=== alu_seq ===
Fig. 1: alu_seq, met3 routing
Bar = 50 um.
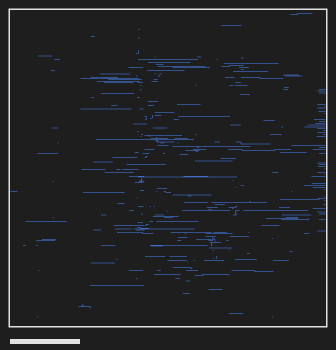

**config.mk**
```make
export PLATFORM = sky130hd
export DESIGN_NAME = alu_seq
export DESIGN_NICKNAME = d
export VERILOG_FILES = /design/src/rtl/alu_seq_pkg.sv /design/src/rtl/alu_seq_iter.sv /design/src/rtl/alu_seq.sv
export SDC_FILE = /design/constraint.sdc
export NUM_CORES = 1
export LEC_CHECK = 0
export CAP_MARGIN = 10
export CELL_PAD_IN_SITES_DETAIL_PLACEMENT = 1
export CELL_PAD_IN_SITES_GLOBAL_PLACEMENT = 2
export CORE_UTILIZATION = 39
export CTS_CLUSTER_SIZE = 28
export DETAILED_ROUTE_END_ITERATION = 16
export PLACE_DENSITY_LB_ADDON = 0.1
export SKIP_LAST_GASP = 1
export SYNTH_ARGS = -nofsm -noshare
export SYNTH_HDL_FRONTEND = slang
export SYNTH_SLANG_ARGS = --single-unit
```
**constraint.sdc**
```tcl
create_clock -name Clk -period 47.4 [get_ports Clk]
set_input_delay 9.48 -clock Clk [delete_from_list [all_inputs] [get_ports Clk]]
set_output_delay 9.48 -clock Clk [all_outputs]
set_load 0.01 [all_outputs]
```
**src/rtl/alu_seq_pkg.sv**
```systemverilog
// alu_seq_pkg: shared definitions for the sequential ALU.
//   - ALU_SEQ_WIDTH : default operand/result width
//   - OP_*          : 4-bit ALUControl opcode constants
//   - state_e       : controller FSM state encoding (IDLE/BUSY/DONE)
// Optional divider: enabled by defining ALU_SEQ_DIV_EN (see alu_seq.sv).
package alu_seq_pkg;

    localparam int ALU_SEQ_WIDTH = 32;

    localparam logic [3:0] OP_AND  = 4'd0;
    localparam logic [3:0] OP_OR   = 4'd1;
    localparam logic [3:0] OP_ADD  = 4'd2;
    localparam logic [3:0] OP_NOR  = 4'd3;
    localparam logic [3:0] OP_SUB  = 4'd6;
    localparam logic [3:0] OP_SLT  = 4'd7;
    localparam logic [3:0] OP_JUMP = 4'd8;
    localparam logic [3:0] OP_MUL  = 4'd9;
    localparam logic [3:0] OP_SLL  = 4'd10;
    localparam logic [3:0] OP_SGT  = 4'd11;
    localparam logic [3:0] OP_CLZO = 4'd12;
    localparam logic [3:0] OP_DIVU = 4'd13;
    localparam logic [3:0] OP_REMU = 4'd14;
    localparam logic [3:0] OP_SRL  = 4'd15;

    typedef enum logic [1:0] {
        ST_IDLE = 2'd0,
        ST_BUSY = 2'd1,
        ST_DONE = 2'd2
    } state_e;

endpackage

```
**src/rtl/alu_seq_iter.sv**
```systemverilog
// alu_seq_iter: iterative datapath shared by MUL (shift-add) and, when
// ALU_SEQ_DIV_EN is defined, DIVU/REMU (restoring division).
// Ports:
//   clk_i, rst_ni   clock, synchronous active-low reset
//   start_i         load operands and begin a WIDTH-step operation
//   div_i, rem_i    select divide / remainder (ignored without ALU_SEQ_DIV_EN)
//   a_i, b_i        operands (multiplicand/dividend, multiplier/divisor)
//   done_o          high during the cycle that performs the final step
//   result_o        value after the step in progress (valid when done_o)
//   div_zero_o      divide operation with a zero divisor
module alu_seq_iter
    import alu_seq_pkg::*;
#(
    parameter int WIDTH = ALU_SEQ_WIDTH,
    parameter int CNT_W = $clog2(WIDTH)
) (
    input  logic             clk_i,
    input  logic             rst_ni,
    input  logic             start_i,
    input  logic             div_i,
    input  logic             rem_i,
    input  logic [WIDTH-1:0] a_i,
    input  logic [WIDTH-1:0] b_i,
    output logic             done_o,
    output logic [WIDTH-1:0] result_o,
    output logic             div_zero_o
);

    logic             busy_q;
    logic [CNT_W-1:0] cnt_q;
    // acc: product accumulator / partial remainder
    // opa: multiplicand (shifts left) / dividend->quotient (shifts left)
    // opb: multiplier (shifts right) / divisor (static)
    logic [WIDTH-1:0] acc_q, acc_d;
    logic [WIDTH-1:0] opa_q, opa_d;
    logic [WIDTH-1:0] opb_q, opb_d;

`ifdef ALU_SEQ_DIV_EN
    logic             div_q;
    logic             rem_sel_q;
    logic [WIDTH:0]   shifted;
    logic [WIDTH:0]   trial;
`else
    logic             unused_div_sel;
    assign unused_div_sel = div_i ^ rem_i;
`endif

    always_comb begin
        acc_d = opb_q[0] ? acc_q + opa_q : acc_q;
        opa_d = opa_q << 1;
        opb_d = opb_q >> 1;
`ifdef ALU_SEQ_DIV_EN
        // Bring the next dividend bit into the partial remainder and keep
        // the subtraction only if it does not go negative. A zero divisor
        // never goes negative, so the quotient fills with ones and the
        // remainder ends up equal to the dividend.
        shifted = {acc_q, opa_q[WIDTH-1]};
        trial   = shifted - {1'b0, opb_q};
        if (div_q) begin
            opb_d = opb_q;
            if (!trial[WIDTH]) begin
                acc_d = trial[WIDTH-1:0];
                opa_d = {opa_q[WIDTH-2:0], 1'b1};
            end else begin
                acc_d = shifted[WIDTH-1:0];
                opa_d = {opa_q[WIDTH-2:0], 1'b0};
            end
        end
`endif
    end

    assign done_o = busy_q && (cnt_q == CNT_W'(WIDTH - 1));

`ifdef ALU_SEQ_DIV_EN
    assign result_o   = div_q ? (rem_sel_q ? acc_d : opa_d) : acc_d;
    assign div_zero_o = div_q && (opb_q == '0);
`else
    assign result_o   = acc_d;
    assign div_zero_o = 1'b0;
`endif

    always_ff @(posedge clk_i) begin
        if (!rst_ni) begin
            busy_q <= 1'b0;
            cnt_q  <= '0;
            acc_q  <= '0;
            opa_q  <= '0;
            opb_q  <= '0;
        end else if (start_i) begin
            busy_q <= 1'b1;
            cnt_q  <= '0;
            acc_q  <= '0;
            opa_q  <= a_i;
            opb_q  <= b_i;
        end else if (busy_q) begin
            acc_q <= acc_d;
            opa_q <= opa_d;
            opb_q <= opb_d;
            cnt_q <= cnt_q + CNT_W'(1);
            if (done_o) begin
                busy_q <= 1'b0;
            end
        end
    end

`ifdef ALU_SEQ_DIV_EN
    always_ff @(posedge clk_i) begin
        if (!rst_ni) begin
            div_q     <= 1'b0;
            rem_sel_q <= 1'b0;
        end else if (start_i) begin
            div_q     <= div_i;
            rem_sel_q <= rem_i;
        end
    end
`endif

endmodule

```
**src/rtl/alu_seq.sv**
```systemverilog
// alu_seq: sequential ALU with a valid/ready request and result interface.
// Single-cycle ops are computed combinationally and registered at accept;
// MUL (and DIVU/REMU when ALU_SEQ_DIV_EN is defined) run WIDTH steps in
// alu_seq_iter. Without ALU_SEQ_DIV_EN, opcodes 13/14 are illegal.
// Ports:
//   Clk, Rst_n          clock, synchronous active-low reset
//   In_Valid/In_Ready   request handshake; ALUControl, A, B request payload
//   Out_Valid/Out_Ready result handshake; ALUResult, Zero, DivZero, Illegal
//   Dbg_State           current controller state (state_e encoding)
//
// Handshake: a transfer happens on a rising edge where valid && ready are
// both high. The request payload is captured only on that edge. Out_Valid
// stays high and the result/flags stay stable until Out_Ready is seen.
module alu_seq
    import alu_seq_pkg::*;
#(
    parameter int WIDTH = ALU_SEQ_WIDTH,
    parameter int CNT_W = $clog2(WIDTH)
) (
    input  logic             Clk,
    input  logic             Rst_n,
    input  logic             In_Valid,
    output logic             In_Ready,
    input  logic [3:0]       ALUControl,
    input  logic [WIDTH-1:0] A,
    input  logic [WIDTH-1:0] B,
    output logic             Out_Valid,
    input  logic             Out_Ready,
    output logic [WIDTH-1:0] ALUResult,
    output logic             Zero,
    output logic             DivZero,
    output logic             Illegal,
    output logic [1:0]       Dbg_State
);

    state_e           state_q, state_d;
    logic [WIDTH-1:0] result_q, result_d;
    logic             zero_q, zero_d;
    logic             div_zero_q, div_zero_d;
    logic             illegal_q, illegal_d;

    logic [WIDTH-1:0] sc_result;
    logic             sc_illegal;
    logic             is_multi;
    logic             is_div;
    logic             is_rem;
    logic [CNT_W:0]   lead_cnt;
    logic             lead_done;
    logic             accept;

    logic             iter_done;
    logic [WIDTH-1:0] iter_result;
    logic             iter_div_zero;

    // Opcode decode and single-cycle results.
    always_comb begin
        sc_result  = '0;
        sc_illegal = 1'b0;
        is_multi   = 1'b0;
        is_div     = 1'b0;
        is_rem     = 1'b0;
        lead_cnt   = '0;
        lead_done  = 1'b0;
        case (ALUControl)
            OP_AND:  sc_result = A & B;
            OP_OR:   sc_result = A | B;
            OP_ADD:  sc_result = A + B;
            OP_NOR:  sc_result = ~(A | B);
            OP_SUB:  sc_result = A - B;
            OP_SLT:  sc_result = WIDTH'($signed(A) < $signed(B));
            OP_JUMP: sc_result = '0;
            OP_MUL:  is_multi = 1'b1;
            OP_SLL:  sc_result = A << B[CNT_W-1:0];
            OP_SGT:  sc_result = WIDTH'($signed(A) > $signed(B));
            OP_CLZO: begin
                // B[0] selects the bit value being counted from the MSB down.
                for (int i = WIDTH - 1; i >= 0; i--) begin
                    if (!lead_done) begin
                        if (A[i] == B[0]) begin
                            lead_cnt = lead_cnt + 1'b1;
                        end else begin
                            lead_done = 1'b1;
                        end
                    end
                end
                sc_result = WIDTH'(lead_cnt);
            end
`ifdef ALU_SEQ_DIV_EN
            OP_DIVU: begin
                is_multi = 1'b1;
                is_div   = 1'b1;
            end
            OP_REMU: begin
                is_multi = 1'b1;
                is_div   = 1'b1;
                is_rem   = 1'b1;
            end
`endif
            OP_SRL:  sc_result = A >> B[CNT_W-1:0];
            default: sc_illegal = 1'b1;
        endcase
    end

    // Controller FSM. In_Ready is forced low during reset so nothing can be
    // accepted on a reset edge.
    always_comb begin
        state_d  = state_q;
        In_Ready = Rst_n && ((state_q == ST_IDLE) ||
                             (state_q == ST_DONE && Out_Ready));
        accept   = In_Valid && In_Ready;
        case (state_q)
            ST_IDLE: begin
                if (accept) begin
                    state_d = is_multi ? ST_BUSY : ST_DONE;
                end
            end
            ST_BUSY: begin
                if (iter_done) begin
                    state_d = ST_DONE;
                end
            end
            ST_DONE: begin
                if (accept) begin
                    state_d = is_multi ? ST_BUSY : ST_DONE;
                end else if (Out_Ready) begin
                    state_d = ST_IDLE;
                end
            end
            default: state_d = ST_IDLE;
        endcase
    end

    // Result register: loaded at accept for single-cycle ops, or from the
    // iterative datapath on its final step. A multi-cycle accept leaves the
    // old value in place; Out_Valid is low until the new result lands.
    always_comb begin
        result_d   = result_q;
        zero_d     = zero_q;
        div_zero_d = div_zero_q;
        illegal_d  = illegal_q;
        if (accept && !is_multi) begin
            result_d   = sc_result;
            zero_d     = (sc_result == '0);
            div_zero_d = 1'b0;
            illegal_d  = sc_illegal;
        end else if (state_q == ST_BUSY && iter_done) begin
            result_d   = iter_result;
            zero_d     = (iter_result == '0);
            div_zero_d = iter_div_zero;
            illegal_d  = 1'b0;
        end
    end

    always_ff @(posedge Clk) begin
        if (!Rst_n) begin
            state_q    <= ST_IDLE;
            result_q   <= '0;
            zero_q     <= 1'b0;
            div_zero_q <= 1'b0;
            illegal_q  <= 1'b0;
        end else begin
            state_q    <= state_d;
            result_q   <= result_d;
            zero_q     <= zero_d;
            div_zero_q <= div_zero_d;
            illegal_q  <= illegal_d;
        end
    end

    alu_seq_iter #(
        .WIDTH (WIDTH),
        .CNT_W (CNT_W)
    ) u_iter (
        .clk_i      (Clk),
        .rst_ni     (Rst_n),
        .start_i    (accept && is_multi),
        .div_i      (is_div),
        .rem_i      (is_rem),
        .a_i        (A),
        .b_i        (B),
        .done_o     (iter_done),
        .result_o   (iter_result),
        .div_zero_o (iter_div_zero)
    );

    assign Out_Valid = (state_q == ST_DONE);
    assign ALUResult = result_q;
    assign Zero      = zero_q;
    assign DivZero   = div_zero_q;
    assign Illegal   = illegal_q;
    assign Dbg_State = state_q;

endmodule

```
=== mbus_tx_sequencer ===
File: src/rtl/mbus_tx_sequencer.sv
// mbus_tx_sequencer: host-side transmit front end for the MBus TX port.
// Data words are pushed into a FIFO; a message command (address, length,
// priority) then streams that many words out with the TX_REQ/TX_ACK
// four-phase handshake, chains them with TX_PEND, collects TX_SUCC/TX_FAIL,
// answers with TX_RESP_ACK and reports DONE plus STATUS to the host.
//
// Optional feature macro: MBUS_TX_RETRY_EN
//   Undefined (default): words are popped on TX_ACK, a failure ends the message.
//   Defined: words stay in the FIFO until TX_SUCC; a failed message is resent
//   from its first word up to MAX_RETRY more times before DONE reports failure.
//
// Handshake semantics:
//   Host command:  CMD_VALID is held with stable CMD_ADDR/LEN/PRIORITY until a
//                  one-cycle CMD_ACK pulse; the command is consumed at that edge.
//   Host data:     WR_EN pushes WR_DATA on any edge where FIFO_FULL is low;
//                  a push while full is dropped and latches OVERFLOW.
//   MBus word:     TX_REQ rises with TX_DATA/TX_PEND stable, falls after TX_ACK
//                  is seen; the next word waits until TX_ACK has returned low.
//   MBus response: TX_RESP_ACK rises after TX_SUCC or TX_FAIL, falls once both
//                  have returned low.
// Debug: dbg_state shows the FSM state, dbg_retry the current retry count
// (always zero when the retry feature is not built).

module mbus_tx_sequencer #(
  parameter int ADDR_WIDTH = 32,
  parameter int DATA_WIDTH = 32,
  parameter int FIFO_DEPTH = 16,
  parameter int LEN_WIDTH  = 5,
  parameter int MAX_RETRY  = 3
) (
  input  logic                          CLK,
  input  logic                          RESETn,
  input  logic                          WR_EN,
  input  logic [DATA_WIDTH-1:0]         WR_DATA,
  output logic                          FIFO_FULL,
  output logic [LEN_WIDTH-1:0]          FIFO_COUNT,
  output logic                          OVERFLOW,
  input  logic                          CMD_VALID,
  input  logic [ADDR_WIDTH-1:0]         CMD_ADDR,
  input  logic [LEN_WIDTH-1:0]          CMD_LEN,
  input  logic                          CMD_PRIORITY,
  output logic                          CMD_ACK,
  output logic                          DONE,
  output logic [1:0]                    STATUS,
  output logic                          BUSY,
  output logic [ADDR_WIDTH-1:0]         TX_ADDR,
  output logic [DATA_WIDTH-1:0]         TX_DATA,
  output logic                          TX_REQ,
  output logic                          TX_PEND,
  output logic                          TX_PRIORITY,
  input  logic                          TX_ACK,
  input  logic                          TX_SUCC,
  input  logic                          TX_FAIL,
  output logic                          TX_RESP_ACK,
  output logic [3:0]                    dbg_state,
  output logic [$clog2(MAX_RETRY+1)-1:0] dbg_retry
);

  localparam int PTR_W = $clog2(FIFO_DEPTH);
  localparam int RETRY_W = $clog2(MAX_RETRY+1);
  localparam logic [LEN_WIDTH-1:0] DEPTH_L = LEN_WIDTH'(FIFO_DEPTH);
  localparam logic [LEN_WIDTH-1:0] ONE_L   = LEN_WIDTH'(1);

  localparam logic [3:0] S_IDLE    = 4'd0;
  localparam logic [3:0] S_BADLEN  = 4'd1;
  localparam logic [3:0] S_LOAD    = 4'd2;
  localparam logic [3:0] S_REQ     = 4'd3;
  localparam logic [3:0] S_ACKWAIT = 4'd4;
  localparam logic [3:0] S_RESP    = 4'd5;
  localparam logic [3:0] S_RESPACK = 4'd6;
  localparam logic [3:0] S_DISCARD = 4'd7;
`ifdef MBUS_TX_RETRY_EN
  localparam logic [3:0] S_RETRY   = 4'd8;
`endif

  logic [DATA_WIDTH-1:0] mem [FIFO_DEPTH];
  logic [PTR_W-1:0]      wr_ptr;
  logic [PTR_W-1:0]      rd_ptr;
  logic [LEN_WIDTH-1:0]  count;
  logic [LEN_WIDTH-1:0]  remaining;
  logic [LEN_WIDTH-1:0]  len_q;
  logic [3:0]            state;
  logic                  push;
  logic                  adv_rd;       // read pointer steps past the head word
  logic [LEN_WIDTH-1:0]  release_cnt;  // words leaving FIFO_COUNT this cycle
  logic                  early_fail;

`ifdef MBUS_TX_RETRY_EN
  logic [PTR_W-1:0]      snap_rd_ptr;
  logic [RETRY_W-1:0]    retry_cnt;
  logic                  wait_cnt;
  logic                  final_attempt;

  // A message ends for good on success or when the retry budget is spent.
  assign final_attempt = (STATUS == 2'd0) || (retry_cnt == RETRY_W'(MAX_RETRY));
  assign dbg_retry     = retry_cnt;
`else
  assign dbg_retry     = '0;
`endif

  assign push       = WR_EN & ~FIFO_FULL;
  assign FIFO_FULL  = (count == DEPTH_L);
  assign FIFO_COUNT = count;
  assign BUSY       = (state != S_IDLE);
  assign dbg_state  = state;
  assign early_fail = TX_FAIL & ((state == S_LOAD) | (state == S_REQ) | (state == S_ACKWAIT));

  // Decide when the read side of the FIFO moves and how many words it frees.
  always_comb begin
    adv_rd      = 1'b0;
    release_cnt = '0;
`ifdef MBUS_TX_RETRY_EN
    // Sent words are only walked past; they stay counted until the outcome is final.
    if (state == S_REQ && TX_ACK && !TX_FAIL)
      adv_rd = 1'b1;
    if (state == S_RESPACK && !TX_SUCC && !TX_FAIL && final_attempt)
      release_cnt = len_q;
`else
    if ((state == S_REQ && TX_ACK && !TX_FAIL) || (state == S_DISCARD && remaining != '0)) begin
      adv_rd      = 1'b1;
      release_cnt = ONE_L;
    end
`endif
  end

  // FIFO storage: written on accepted pushes only, no reset needed.
  always_ff @(posedge CLK) begin
    if (push)
      mem[wr_ptr] <= WR_DATA;
  end

  // FIFO write pointer, occupancy and the sticky overflow flag.
  always_ff @(posedge CLK or negedge RESETn) begin
    if (!RESETn) begin
      wr_ptr   <= '0;
      count    <= '0;
      OVERFLOW <= 1'b0;
    end else begin
      if (push)
        wr_ptr <= wr_ptr + 1'b1;
      if (WR_EN && FIFO_FULL)
        OVERFLOW <= 1'b1;
      count <= count + {{(LEN_WIDTH-1){1'b0}}, push} - release_cnt;
    end
  end

  // Message sequencer: command intake, word handshake, response handling.
  always_ff @(posedge CLK or negedge RESETn) begin
    if (!RESETn) begin
      state       <= S_IDLE;
      rd_ptr      <= '0;
      remaining   <= '0;
      len_q       <= '0;
      CMD_ACK     <= 1'b0;
      DONE        <= 1'b0;
      STATUS      <= 2'd0;
      TX_ADDR     <= '0;
      TX_DATA     <= '0;
      TX_REQ      <= 1'b0;
      TX_PEND     <= 1'b0;
      TX_PRIORITY <= 1'b0;
      TX_RESP_ACK <= 1'b0;
`ifdef MBUS_TX_RETRY_EN
      snap_rd_ptr <= '0;
      retry_cnt   <= '0;
      wait_cnt    <= 1'b0;
`endif
    end else begin
      CMD_ACK <= 1'b0;
      DONE    <= 1'b0;
      if (adv_rd)
        rd_ptr <= rd_ptr + 1'b1;

      if (early_fail) begin
        // The link gave up mid-message: stop requesting immediately.
        TX_REQ <= 1'b0;
`ifdef MBUS_TX_RETRY_EN
        STATUS      <= 2'd1;
        TX_RESP_ACK <= 1'b1;
        state       <= S_RESPACK;
`else
        state <= S_DISCARD;
`endif
      end else begin
        case (state)
          S_IDLE: begin
            if (CMD_VALID) begin
              if (CMD_LEN == '0 || CMD_LEN > DEPTH_L) begin
                CMD_ACK <= 1'b1;
                state   <= S_BADLEN;
              end else if (count >= CMD_LEN) begin
                CMD_ACK     <= 1'b1;
                TX_ADDR     <= CMD_ADDR;
                TX_PRIORITY <= CMD_PRIORITY;
                remaining   <= CMD_LEN;
                len_q       <= CMD_LEN;
`ifdef MBUS_TX_RETRY_EN
                snap_rd_ptr <= rd_ptr;
                retry_cnt   <= '0;
`endif
                state       <= S_LOAD;
              end
            end
          end

          S_BADLEN: begin
            DONE   <= 1'b1;
            STATUS <= 2'd2;
            state  <= S_IDLE;
          end

          S_LOAD: begin
            TX_DATA <= mem[rd_ptr];
            TX_PEND <= (remaining > ONE_L);
            TX_REQ  <= 1'b1;
            state   <= S_REQ;
          end

          S_REQ: begin
            if (TX_ACK) begin
              TX_REQ    <= 1'b0;
              remaining <= remaining - ONE_L;
              state     <= S_ACKWAIT;
            end
          end

          S_ACKWAIT: begin
            if (!TX_ACK)
              state <= (remaining != '0) ? S_LOAD : S_RESP;
          end

          S_RESP: begin
            if (TX_SUCC) begin
              STATUS      <= 2'd0;
              TX_RESP_ACK <= 1'b1;
              state       <= S_RESPACK;
            end else if (TX_FAIL) begin
              STATUS      <= 2'd1;
              TX_RESP_ACK <= 1'b1;
              state       <= S_RESPACK;
            end
          end

          // Unsent words of an aborted message are dropped one per cycle.
          S_DISCARD: begin
            if (remaining != '0) begin
              remaining <= remaining - ONE_L;
            end else begin
              STATUS      <= 2'd1;
              TX_RESP_ACK <= 1'b1;
              state       <= S_RESPACK;
            end
          end

          S_RESPACK: begin
            if (!TX_SUCC && !TX_FAIL) begin
              TX_RESP_ACK <= 1'b0;
`ifdef MBUS_TX_RETRY_EN
              if (!final_attempt) begin
                retry_cnt <= retry_cnt + 1'b1;
                rd_ptr    <= snap_rd_ptr;
                remaining <= len_q;
                wait_cnt  <= 1'b1;
                state     <= S_RETRY;
              end else begin
                rd_ptr      <= snap_rd_ptr + len_q[PTR_W-1:0];
                DONE        <= 1'b1;
                TX_PEND     <= 1'b0;
                TX_PRIORITY <= 1'b0;
                state       <= S_IDLE;
              end
`else
              DONE        <= 1'b1;
              TX_PEND     <= 1'b0;
              TX_PRIORITY <= 1'b0;
              state       <= S_IDLE;
`endif
            end
          end

`ifdef MBUS_TX_RETRY_EN
          // Two idle cycles before the message is resent from its first word.
          S_RETRY: begin
            if (wait_cnt)
              wait_cnt <= 1'b0;
            else
              state <= S_LOAD;
          end
`endif

          default: state <= S_IDLE;
        endcase
      end
    end
  end

endmodule
File: config.mk
export PLATFORM = sky130hd
export DESIGN_NAME = mbus_tx_sequencer
export DESIGN_NICKNAME = d
export VERILOG_FILES = /design/src/rtl/mbus_tx_sequencer.sv
export SDC_FILE = /design/constraint.sdc
export NUM_CORES = 1
export LEC_CHECK = 0
export CAP_MARGIN = 10
export CORE_MARGIN = 5
export CORE_UTILIZATION = 59
export DETAILED_ROUTE_END_ITERATION = 8
export GPL_ROUTABILITY_DRIVEN = 0
export HOLD_SLACK_MARGIN = 0.03
export PLACE_DENSITY = 0.8
export SLEW_MARGIN = 10
export SYNTH_ARGS = -nofsm -noshare
export SYNTH_HDL_FRONTEND = slang
export SYNTH_SLANG_ARGS = --single-unit
File: constraint.sdc
create_clock -name CLK -period 7.1 [get_ports CLK]
set_clock_uncertainty 0.2 [all_clocks]
set_input_delay 1.42 -clock CLK [delete_from_list [all_inputs] [get_ports CLK]]
set_output_delay 1.42 -clock CLK [all_outputs]
set_load 0.01 [all_outputs]
=== hazard_control_unit_flat ===
## src/rtl/hazard_control_unit_if.sv

```systemverilog
// Pipeline-control bundle between the core datapath (master) and the hazard
// control unit (slave): hazard sources in, stage enables/flushes and MDU control out.
interface hazard_control_unit_if #(
  parameter int CNT_W = 32
);
  logic [4:0]       rs1_if_id_i;
  logic [4:0]       rs2_if_id_i;
  logic             rs1_used_i;
  logic             rs2_used_i;
  logic [4:0]       rd_id_ex_i;
  logic             mem_read_id_ex_en;
  logic             mdu_valid_id_ex_en;
  logic             mdu_done_i;
  logic             branch_taken_ex_i;
  logic             flush_i;
  logic             perf_clear_i;

  logic             pc_write_en_o;
  logic             if_id_write_en_o;
  logic             id_ex_write_en_o;
  logic             if_id_flush_o;
  logic             id_ex_flush_o;
  logic             ex_mem_bubble_o;
  logic             mdu_start_o;
  logic             mdu_abort_o;
  logic             mdu_result_sel_o;
  logic             mdu_timeout_o;
  logic [CNT_W-1:0] stall_cycles_o;

  modport master (
    output rs1_if_id_i, rs2_if_id_i, rs1_used_i, rs2_used_i, rd_id_ex_i,
           mem_read_id_ex_en, mdu_valid_id_ex_en, mdu_done_i,
           branch_taken_ex_i, flush_i, perf_clear_i,
    input  pc_write_en_o, if_id_write_en_o, id_ex_write_en_o,
           if_id_flush_o, id_ex_flush_o, ex_mem_bubble_o,
           mdu_start_o, mdu_abort_o, mdu_result_sel_o,
           mdu_timeout_o, stall_cycles_o
  );

  modport slave (
    input  rs1_if_id_i, rs2_if_id_i, rs1_used_i, rs2_used_i, rd_id_ex_i,
           mem_read_id_ex_en, mdu_valid_id_ex_en, mdu_done_i,
           branch_taken_ex_i, flush_i, perf_clear_i,
    output pc_write_en_o, if_id_write_en_o, id_ex_write_en_o,
           if_id_flush_o, id_ex_flush_o, ex_mem_bubble_o,
           mdu_start_o, mdu_abort_o, mdu_result_sel_o,
           mdu_timeout_o, stall_cycles_o
  );
endinterface

```

## src/rtl/hazard_control_unit.sv

```systemverilog
// Pipeline sequencer: load-use bubbles, multi-cycle MDU freeze with watchdog,
// branch/trap flushes and a saturating stall-cycle counter.
module hazard_control_unit #(
  parameter int MDU_TIMEOUT = 64,
  parameter int CNT_W       = 32
) (
  input logic                   clk_i,
  input logic                   rst_i,
  hazard_control_unit_if.slave  hz_if
);

  localparam int WCNT_W = $clog2(MDU_TIMEOUT);

  typedef enum logic [0:0] {
    ST_RUN      = 1'b0,
    ST_MDU_WAIT = 1'b1
  } state_t;

  state_t              r_state;
  logic [WCNT_W-1:0]   r_wait_cnt;
  logic                r_timeout;
  logic [CNT_W-1:0]    r_stall_cnt;

  state_t              w_next_state;
  logic [WCNT_W-1:0]   w_wait_cnt_nxt;
  logic                w_timeout_set;
  logic                w_load_use;
  logic                w_redirect;
  logic                w_wait_expired;

  logic                w_pc_we;
  logic                w_if_id_we;
  logic                w_id_ex_we;
  logic                w_if_id_flush;
  logic                w_id_ex_flush;
  logic                w_ex_mem_bubble;
  logic                w_mdu_start;
  logic                w_mdu_abort;
  logic                w_mdu_sel;

  // A load writing x0 never creates a dependency.
  assign w_load_use = hz_if.mem_read_id_ex_en && (hz_if.rd_id_ex_i != 5'd0) &&
                      ((hz_if.rs1_used_i && (hz_if.rd_id_ex_i == hz_if.rs1_if_id_i)) ||
                       (hz_if.rs2_used_i && (hz_if.rd_id_ex_i == hz_if.rs2_if_id_i)));

  assign w_redirect     = hz_if.flush_i || hz_if.branch_taken_ex_i;
  assign w_wait_expired = (r_wait_cnt == WCNT_W'(MDU_TIMEOUT - 1));

  always_comb begin
    // NOTE: every signal driven here gets a default first, so no path through
    // the case/if tree can leave one unassigned and infer a latch.
    w_pc_we         = 1'b1;
    w_if_id_we      = 1'b1;
    w_id_ex_we      = 1'b1;
    w_if_id_flush   = 1'b0;
    w_id_ex_flush   = 1'b0;
    w_ex_mem_bubble = 1'b0;
    w_mdu_start     = 1'b0;
    w_mdu_abort     = 1'b0;
    w_mdu_sel       = 1'b0;
    w_next_state    = r_state;
    w_wait_cnt_nxt  = r_wait_cnt;
    w_timeout_set   = 1'b0;

    if (rst_i) begin
      // Outputs react to reset immediately, not at the next edge.
      w_pc_we       = 1'b0;
      w_if_id_we    = 1'b0;
      w_id_ex_we    = 1'b0;
      w_if_id_flush = 1'b1;
      w_id_ex_flush = 1'b1;
      w_next_state  = ST_RUN;
    end else begin
      unique case (r_state)
        ST_RUN: begin
          if (w_redirect) begin
            w_if_id_flush = 1'b1;
            w_id_ex_flush = 1'b1;
          end else if (hz_if.mdu_valid_id_ex_en) begin
            w_mdu_start     = 1'b1;
            w_pc_we         = 1'b0;
            w_if_id_we      = 1'b0;
            w_id_ex_we      = 1'b0;
            w_ex_mem_bubble = 1'b1;
            w_wait_cnt_nxt  = '0;
            w_next_state    = ST_MDU_WAIT;
          end else if (w_load_use) begin
            w_pc_we       = 1'b0;
            w_if_id_we    = 1'b0;
            w_id_ex_flush = 1'b1;
          end
        end

        ST_MDU_WAIT: begin
          if (hz_if.flush_i) begin
            w_mdu_abort     = 1'b1;
            w_if_id_flush   = 1'b1;
            w_id_ex_flush   = 1'b1;
            w_ex_mem_bubble = 1'b1;
            w_next_state    = ST_RUN;
          end else if (hz_if.mdu_done_i) begin
            w_mdu_sel    = 1'b1;
            w_next_state = ST_RUN;
          end else if (w_wait_expired) begin
            w_mdu_abort     = 1'b1;
            w_timeout_set   = 1'b1;
            w_ex_mem_bubble = 1'b1;
            w_id_ex_flush   = 1'b1;
            w_next_state    = ST_RUN;
          end else begin
            w_pc_we         = 1'b0;
            w_if_id_we      = 1'b0;
            w_id_ex_we      = 1'b0;
            w_ex_mem_bubble = 1'b1;
            w_wait_cnt_nxt  = r_wait_cnt + WCNT_W'(1);
          end
        end

        default: w_next_state = ST_RUN;
      endcase
    end
  end

  // NOTE: registered state uses non-blocking assignments so every flop samples
  // the pre-edge values regardless of statement order.
  always_ff @(posedge clk_i or posedge rst_i) begin
    if (rst_i) begin
      r_state    <= ST_RUN;
      r_wait_cnt <= '0;
      r_timeout  <= 1'b0;
    end else begin
      r_state    <= w_next_state;
      r_wait_cnt <= w_wait_cnt_nxt;
      if (w_timeout_set) begin
        r_timeout <= 1'b1;
      end
    end
  end

  // Clear beats increment; the count parks at all-ones.
  always_ff @(posedge clk_i or posedge rst_i) begin
    if (rst_i) begin
      r_stall_cnt <= '0;
    end else if (hz_if.perf_clear_i) begin
      r_stall_cnt <= '0;
    end else if (!w_pc_we && !(&r_stall_cnt)) begin
      r_stall_cnt <= r_stall_cnt + CNT_W'(1);
    end
  end

  assign hz_if.pc_write_en_o    = w_pc_we;
  assign hz_if.if_id_write_en_o = w_if_id_we;
  assign hz_if.id_ex_write_en_o = w_id_ex_we;
  assign hz_if.if_id_flush_o    = w_if_id_flush;
  assign hz_if.id_ex_flush_o    = w_id_ex_flush;
  assign hz_if.ex_mem_bubble_o  = w_ex_mem_bubble;
  assign hz_if.mdu_start_o      = w_mdu_start;
  assign hz_if.mdu_abort_o      = w_mdu_abort;
  assign hz_if.mdu_result_sel_o = w_mdu_sel;
  assign hz_if.mdu_timeout_o    = r_timeout;
  assign hz_if.stall_cycles_o   = r_stall_cnt;

endmodule

```

## src/flat_wrapper.sv

```systemverilog
// flat-port wrapper written by rule: the top's interface ports become plain ports
module hazard_control_unit_flat 
#(
  parameter int MDU_TIMEOUT = 64,
  parameter int CNT_W       = 32
)
  (clk_i, rst_i, hz_if_rs1_if_id_i, hz_if_rs2_if_id_i, hz_if_rs1_used_i, hz_if_rs2_used_i, hz_if_rd_id_ex_i, hz_if_mem_read_id_ex_en, hz_if_mdu_valid_id_ex_en, hz_if_mdu_done_i, hz_if_branch_taken_ex_i, hz_if_flush_i, hz_if_perf_clear_i, hz_if_pc_write_en_o, hz_if_if_id_write_en_o, hz_if_id_ex_write_en_o, hz_if_if_id_flush_o, hz_if_id_ex_flush_o, hz_if_ex_mem_bubble_o, hz_if_mdu_start_o, hz_if_mdu_abort_o, hz_if_mdu_result_sel_o, hz_if_mdu_timeout_o, hz_if_stall_cycles_o);
  hazard_control_unit_if #(.CNT_W(CNT_W)) hz_if_i ();
  input logic clk_i;
  input logic rst_i;
  input wire logic [$bits(hz_if_i.rs1_if_id_i)-1:0] hz_if_rs1_if_id_i;
  input wire logic [$bits(hz_if_i.rs2_if_id_i)-1:0] hz_if_rs2_if_id_i;
  input wire logic [$bits(hz_if_i.rs1_used_i)-1:0] hz_if_rs1_used_i;
  input wire logic [$bits(hz_if_i.rs2_used_i)-1:0] hz_if_rs2_used_i;
  input wire logic [$bits(hz_if_i.rd_id_ex_i)-1:0] hz_if_rd_id_ex_i;
  input wire logic [$bits(hz_if_i.mem_read_id_ex_en)-1:0] hz_if_mem_read_id_ex_en;
  input wire logic [$bits(hz_if_i.mdu_valid_id_ex_en)-1:0] hz_if_mdu_valid_id_ex_en;
  input wire logic [$bits(hz_if_i.mdu_done_i)-1:0] hz_if_mdu_done_i;
  input wire logic [$bits(hz_if_i.branch_taken_ex_i)-1:0] hz_if_branch_taken_ex_i;
  input wire logic [$bits(hz_if_i.flush_i)-1:0] hz_if_flush_i;
  input wire logic [$bits(hz_if_i.perf_clear_i)-1:0] hz_if_perf_clear_i;
  output wire logic [$bits(hz_if_i.pc_write_en_o)-1:0] hz_if_pc_write_en_o;
  output wire logic [$bits(hz_if_i.if_id_write_en_o)-1:0] hz_if_if_id_write_en_o;
  output wire logic [$bits(hz_if_i.id_ex_write_en_o)-1:0] hz_if_id_ex_write_en_o;
  output wire logic [$bits(hz_if_i.if_id_flush_o)-1:0] hz_if_if_id_flush_o;
  output wire logic [$bits(hz_if_i.id_ex_flush_o)-1:0] hz_if_id_ex_flush_o;
  output wire logic [$bits(hz_if_i.ex_mem_bubble_o)-1:0] hz_if_ex_mem_bubble_o;
  output wire logic [$bits(hz_if_i.mdu_start_o)-1:0] hz_if_mdu_start_o;
  output wire logic [$bits(hz_if_i.mdu_abort_o)-1:0] hz_if_mdu_abort_o;
  output wire logic [$bits(hz_if_i.mdu_result_sel_o)-1:0] hz_if_mdu_result_sel_o;
  output wire logic [$bits(hz_if_i.mdu_timeout_o)-1:0] hz_if_mdu_timeout_o;
  output wire logic [$bits(hz_if_i.stall_cycles_o)-1:0] hz_if_stall_cycles_o;
  assign hz_if_i.rs1_if_id_i = hz_if_rs1_if_id_i;
  assign hz_if_i.rs2_if_id_i = hz_if_rs2_if_id_i;
  assign hz_if_i.rs1_used_i = hz_if_rs1_used_i;
  assign hz_if_i.rs2_used_i = hz_if_rs2_used_i;
  assign hz_if_i.rd_id_ex_i = hz_if_rd_id_ex_i;
  assign hz_if_i.mem_read_id_ex_en = hz_if_mem_read_id_ex_en;
  assign hz_if_i.mdu_valid_id_ex_en = hz_if_mdu_valid_id_ex_en;
  assign hz_if_i.mdu_done_i = hz_if_mdu_done_i;
  assign hz_if_i.branch_taken_ex_i = hz_if_branch_taken_ex_i;
  assign hz_if_i.flush_i = hz_if_flush_i;
  assign hz_if_i.perf_clear_i = hz_if_perf_clear_i;
  assign hz_if_pc_write_en_o = hz_if_i.pc_write_en_o;
  assign hz_if_if_id_write_en_o = hz_if_i.if_id_write_en_o;
  assign hz_if_id_ex_write_en_o = hz_if_i.id_ex_write_en_o;
  assign hz_if_if_id_flush_o = hz_if_i.if_id_flush_o;
  assign hz_if_id_ex_flush_o = hz_if_i.id_ex_flush_o;
  assign hz_if_ex_mem_bubble_o = hz_if_i.ex_mem_bubble_o;
  assign hz_if_mdu_start_o = hz_if_i.mdu_start_o;
  assign hz_if_mdu_abort_o = hz_if_i.mdu_abort_o;
  assign hz_if_mdu_result_sel_o = hz_if_i.mdu_result_sel_o;
  assign hz_if_mdu_timeout_o = hz_if_i.mdu_timeout_o;
  assign hz_if_stall_cycles_o = hz_if_i.stall_cycles_o;
  hazard_control_unit #(.MDU_TIMEOUT(MDU_TIMEOUT), .CNT_W(CNT_W)) u_core (.clk_i(clk_i), .rst_i(rst_i), .hz_if(hz_if_i));
endmodule
```

## config.mk

```make
export PLATFORM = sky130hd
export DESIGN_NAME = hazard_control_unit_flat
export DESIGN_NICKNAME = d
export VERILOG_FILES = /design/src/rtl/hazard_control_unit_if.sv /design/src/rtl/hazard_control_unit.sv /design/src/flat_wrapper.sv
export SDC_FILE = /design/constraint.sdc
export NUM_CORES = 1
export LEC_CHECK = 0
export CORE_ASPECT_RATIO = 0.5
export CORE_MARGIN = 3
export CORE_UTILIZATION = 44
export DETAILED_ROUTE_END_ITERATION = 7
export PLACE_DENSITY = 0.88
export SLEW_MARGIN = 20
export SYNTH_ARGS = -nofsm -noshare
export SYNTH_HDL_FRONTEND = slang
export SYNTH_SLANG_ARGS = --single-unit
```

## constraint.sdc

```tcl
create_clock -name clk_i -period 2.15 [get_ports clk_i]
set_input_delay 0.3225 -clock clk_i [delete_from_list [all_inputs] [get_ports clk_i]]
set_output_delay 0.3225 -clock clk_i [all_outputs]
set_load 0.05 [all_outputs]
```

Fig. 2: hazard_control_unit_flat, M4 wires
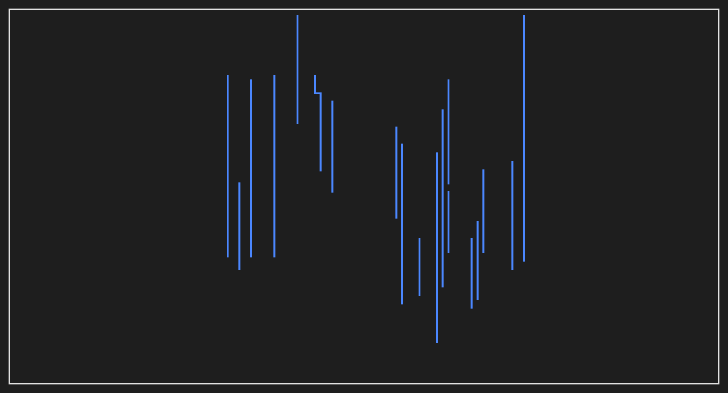
The longest straight run is 38.8 um. 18 nets have wire on it.

==> impl_metrics.toml, hazard_control_unit_flat <==
# flow metrics
[sta]
grt_setup_unrepaired = "yes"
skew_ps = 6.06
holdWs_ps = 476
finalCriticalPeriod_ps = 2360
setup_slack_ps = -212
setup_violations = 33

[placement]
gp_congestion = 0.860
port_buffers = 66

[logic_synthesis]
netlist_area_um2 = 2480
top_logic_kind = "simple AND/OR/NAND/NOR gates"
async_flop_share_pct = 100
synth_seq_share_pct = 40.4
synth.avg_cell_area_um2 = 8.92
ff_type = "dfrtp_1"
top_cell_area_share_pct = 40.4
ys_cells = 278
synth_chip_area_um2 = 2480
ys_sh_simple_pct = 30.1

[floorplanning]
die_w_um = 112
dieHeight_um = 59.1
fp_util_pct = 47.9
rows = 18
die_area_um2 = 6620

[global_routing]
grt.total_usage_pct = 22.4
grt_use_met3_pct = 4.08
grt_pass1_wl_mm = 12.2

[outcome]
status = "finished with violations"
violations = "negative setup slack"

[finish]
nFillCells = 322
clk_share_pct = 3.96
drive_gt1_share_pct = 28.4
seq_area_um2 = 1020
final_cell_area_um2 = 3890
n_all_buffers = 102

[clocking]
clk_pin_slew_ps = 60
cts_hold_buf = 0
tritoncts = "built"
cts_setup_buffers = 4
clkLatencyLatePin_ps = 290
ctsResizeCount = 20
cts.sinks = 40

[detailed_routing]
drtIter0Drc = 228
highest_layer = "met4"
routed_via_density = 6.10
wl_met1_mm = 3.28
wl_mm = 8.45

[worst_setup_path]
cp.required_ps = 2360
cp_max_fo = 13
worst_path_largest_cell_delay_ps = 500
worstPathArrival_ps = 2580

[job]
max_cap_viol_count = 0
warnings = 29

[power]
peakVddDrop_v = 0.000299
hazard_control_unit_flat: worst paths after layout:
check,start,to,slack (ps),depth (start not counted)
setup / recovery,u_core.r_wait_cnt[1]$_DFFE_PP0P_,u_core.hz_if.stall_cycles_o[23]$_DFFE_PP0P_,-210,10
max in group asynchronous,rst_i,u_core.hz_if.stall_cycles_o[15]$_DFFE_PP0P_,1080,4
min in group asynchronous,rst_i,u_core.hz_if.mdu_timeout_o$_DFFE_PP0P_,660,4
setup reg to reg,u_core.r_wait_cnt[1]$_DFFE_PP0P_,u_core.hz_if.stall_cycles_o[23]$_DFFE_PP0P_,-210,10
hold / removal,u_core.hz_if.mdu_timeout_o$_DFFE_PP0P_,u_core.hz_if.mdu_timeout_o$_DFFE_PP0P_,480,1
hold reg to reg,u_core.hz_if.mdu_timeout_o$_DFFE_PP0P_,u_core.hz_if.mdu_timeout_o$_DFFE_PP0P_,480,1
hazard_control_unit_flat: where the power goes:
group / total [mW] / leakage, nW / switching (mW) / internal [mW]
Sequential: 0.772 / 0.533 / 0.00974 / 0.763
Combinational: 0.339 / 1.02 / 0.175 / 0.165
Clock: 0.773 / 0.0691 / 0.311 / 0.462
Fig. 3: alu_seq, M4 wires
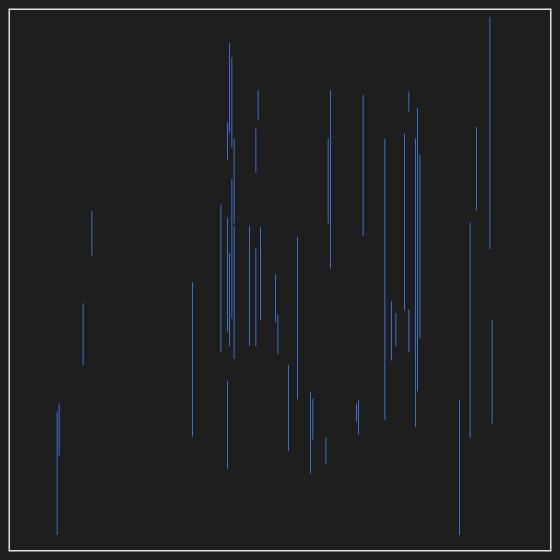
The wires run mostly vertical. The longest straight run is 121 um. The layer holds 2.4% of the routed length. 41 nets have wire on it.

Notes on Fig. 1 above:
The wires run mostly horizontal. The longest straight run is 70.8 um. 186 nets have wire on it. The layer holds 3.3% of the routed length.

==> impl_metrics.toml, alu_seq <==
# flow metrics
[logic_synthesis]
top_cell_area_share_pct = 14.0
ys_cells = 2770
ff_type = "dfxtp_1"
ys_sh_simple_pct = 23.1
synthDistinctLibCells = 108
synth-edff-count = 0
synth_seq_share_pct = 14.0
syn_inst = 2770
yosys-top-cells-count = "nor2_1, nand2_1, o21ai_0, a21oi_1, ha_1"
adder_share_pct = 10.4

[power]
pwr-share-comb_pct = 39.4
switching_share_pct = 39.0
power.net_switching_uw = 172

[worst_setup_path]
worst_path_largest_cell_delay_ps = 510
worstSetupStartpoint = "B[0]"
rr_worst_depth = 21
r2r_slack_ps = 41630

[finish]
fin_util_pct = 43.8
nNetsFinal = 2988
comb_area_um2 = 15800
inverters = 128
comb_cells = 2319
drive_gt1_share_pct = 5.75
clk_share_pct = 2.92

[clocking]
cts_buffers = 17
cts_hold_buf = 0
clockRootBuffer = "clkbuf_16"
clkLatencyLatePin_ps = 450
cts_setup_buffers = 0
cts.sinks = 138

[global_routing]
grt_use_met2_pct = 56.4
grtUsageMet1_pct = 42.9

[detailed_routing]
drtIter0Drc = 1531
dr.pass1.iters = 6
routed_via_density = 6.18
via_count = 21300

[sta]
setup_tns_ps = 0
max_freq_ghz = 0.0360
grt_setup_unrepaired = "no"
holdWs_ps = 490

[placement]
dp_slack_ps = 19370
gp_congestion = 0.992
hpwlAfterDp_mm = 66.6

[floorplanning]
core_area_um2 = 50100
rows = 82
io_pins = 111
die_area_um2 = 51600
die_w_um = 227

[worst_hold_path]
worstHoldPathCells = 2

[outcome]
status = "finished, final reports clean"
-- alu_seq: layout by cell type (no fill, tap or decap), types with 72 or more instances in the layout --
cell and n:
xnor2_1 92, dfxtp_1 137, inv_1 123, nor2_1 309, ha_1 159, nand2_1 292, o21ai_0 191, a21oi_1 187
clkdlybuf4s50_1 103, nand3_1 72, mux2i_1 146
-- alu_seq: cells by family (layout without fill, tap and decap cells) --
family | after synthesis | count (layout)
AND/OR/NAND/NOR | 976 | 976
AND-OR/OR-AND | 881 | 881
buffers and inverters | 313 | 310
adder cells (fa/ha/maj) | 162 | 162
multiplexers | 157 | 157
XOR/XNOR | 142 | 142
flip-flops | 138 | 138
other | 1 | 1
-- alu_seq: flip-flops by register name, indices dropped and copies added (netlist names) --
name,flops
u_iter.busy_q,1
u_iter.cnt_q,5
u_iter.opa_q,32
Dbg_State,2
Zero,1
Illegal,1
u_iter.acc_q,32
u_iter.opb_q,32
ALUResult,32
-- alu_seq: routing by layer --
metal | routed length [um] | up-vias
li1 | - | 10100
met1 | 39100 | 10600
met2 | 40800 | 464
met3 | 2790 | 99
met4 | 2060 | 0
met5 | 0 | -
Fig. 4: mbus_tx_sequencer, met3 routing
Bar = 50 um.
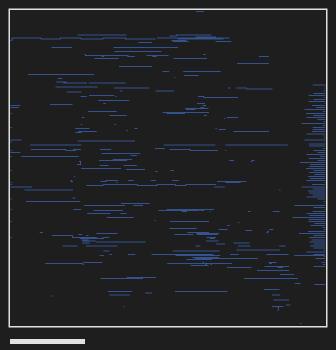
202 nets have wire on it. The layer carries 3480 um of wire. The longest straight run is 48.3 um. The wires run mostly horizontal. The layer holds 7.1% of the routed length.

Fig. 5: mbus_tx_sequencer, M2 wires
Bar = 50 um.
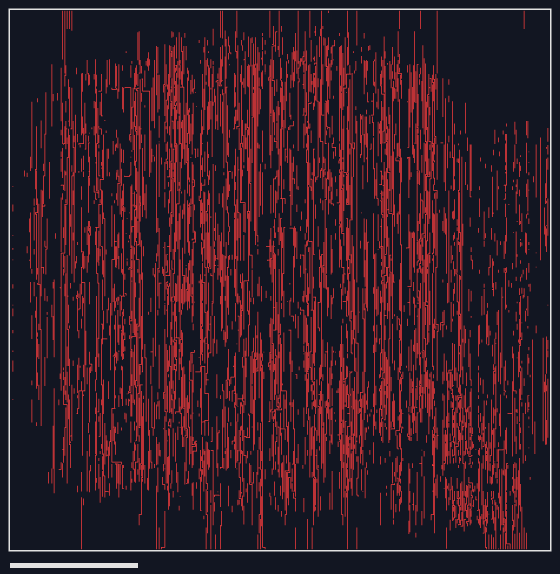
The layer carries 25.0 mm of wire. The wires run mostly vertical. 1314 nets have wire on it.

==> impl_metrics.toml, mbus_tx_sequencer <==
# flow metrics
[outcome]
status = "finished, final reports clean"

[global_routing]
antenna_found_initial = 1

[finish]
nonClkBufAreaFrac_pct = 6.14
lay_top_cells = "edfxtp_1, clkdlybuf4s50_1, mux4_2"
dominant_cells = "sequential cells"
antenna_cells = 1
fin_util_pct = 69.8
seq_area_um2 = 17700

[logic_synthesis]
ys_seq_elements = 606
mux_share_pct = 16.6
synthAoiAreaFrac_pct = 2.98
top_logic_kind = "multiplexers"
yosys-top-cells-count = "edfxtp_1, mux4_2, dfrtp_1, mux2_2, mux2i_1"

[job]
warnings = 32
max_cap_viol_count = 0

[floorplanning]
die_w_um = 211

[detailed_routing]
wl_per_cell_um = 25.5
drc = 0
dr.pass1.iters = 5

[sta]
holdWs_ps = 264
finalCriticalPeriod_ps = 4090

[worst_setup_path]
r2r_slack_ps = 3480
cp_max_fo = 10

[power]
pwr-share-comb_pct = 28.0
p_clk_share_pct = 27.6
==> mbus_tx_sequencer: layer usage <==
metal / GRT usage (%) / wire length (um) / vias up
met5: 0 / 0 / -
met4: 6.44 / 1120 / 0
met3: 4.14 / 3480 / 85
met2: 37.7 / 25000 / 501
met1: 30.7 / 19500 / 6113
li1: - / - / 5089
==> mbus_tx_sequencer: power by group through the flow <==
| stage | Combinational [mW] | Clock (mW) | Sequential (mW) |
|---|---|---|---|
| floorplan | 2.14 | 0 | 4.77 |
| global placement | 3.00 | 0 | 4.91 |
| detailed placement | 3.07 | 0 | 4.94 |
| CTS | 3.12 | 3.08 | 4.88 |
| global route | 3.33 | 3.24 | 4.95 |
| finish | 3.08 | 3.04 | 4.87 |
==> mbus_tx_sequencer: metrics by stage <==
stage | total power [mW] | instance area [um2]
2_1_floorplan | 6.92 | 23800
3_3_place_gp | 7.92 | 25900
3_5_place_dp | 8.01 | 25900
4_1_cts | 11.1 | 27800
5_1_grt | 11.5 | 27800
6_report | 11.0 | 27800
==> mbus_tx_sequencer: logic make-up after synthesis <==
logic type | Yosys count
buf+inv | 95
simple gates | 111
mux | 226
flops | 606
xor+xnor | 11
fa+ha+maj | 20
other cells | 1
compound gates | 109


==> notes/layouts.md <==
Pictures saved along the way, in no particular order.

Metal 1.
Cells faint in the background.
image #1
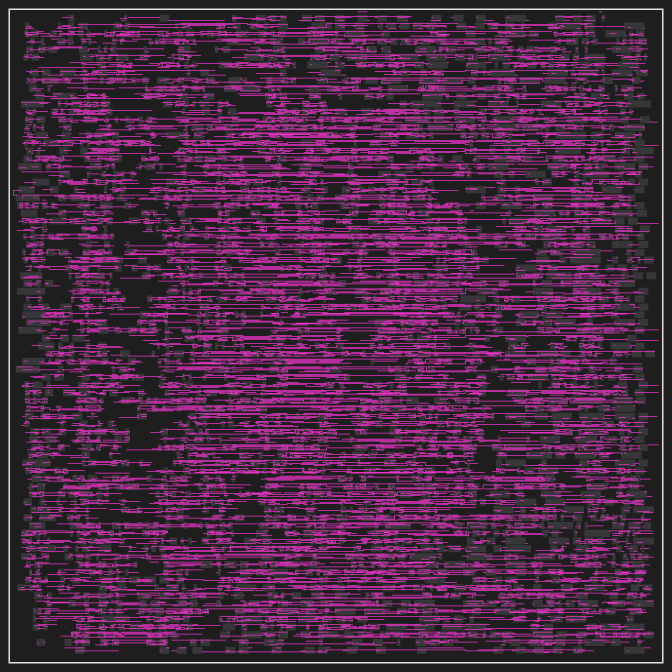
image #2
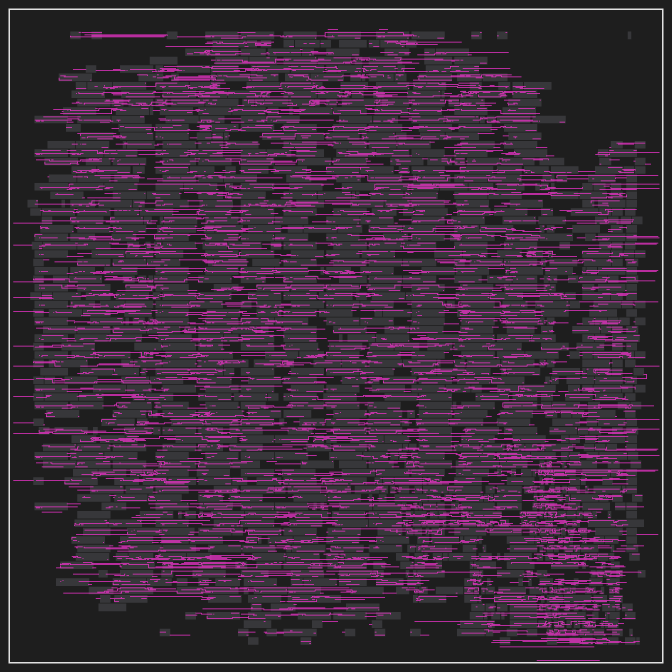
image #3
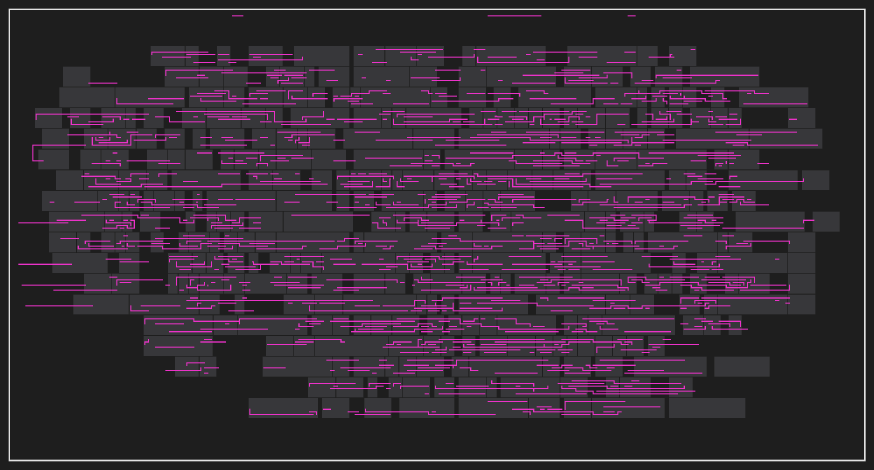
hazard_control_unit_flat -> image #3
mbus_tx_sequencer -> image #2
alu_seq -> image #1


==> gallery <==
Clock routing.
picture 1
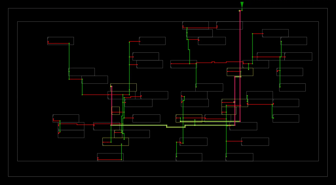
picture 2
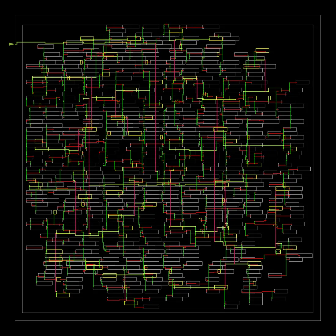
picture 3
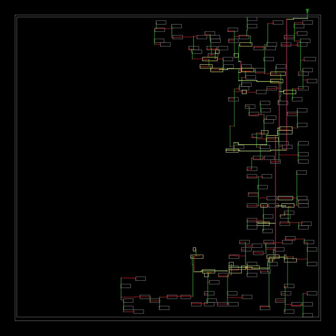
- most clock buffers: picture 2
- most sequential cells: picture 2
For mbus_tx_sequencer, see picture 2.
For alu_seq, see picture 3.
For hazard_control_unit_flat, see picture 1.

No activity file was given, so power comes from the tool's default toggle rates.
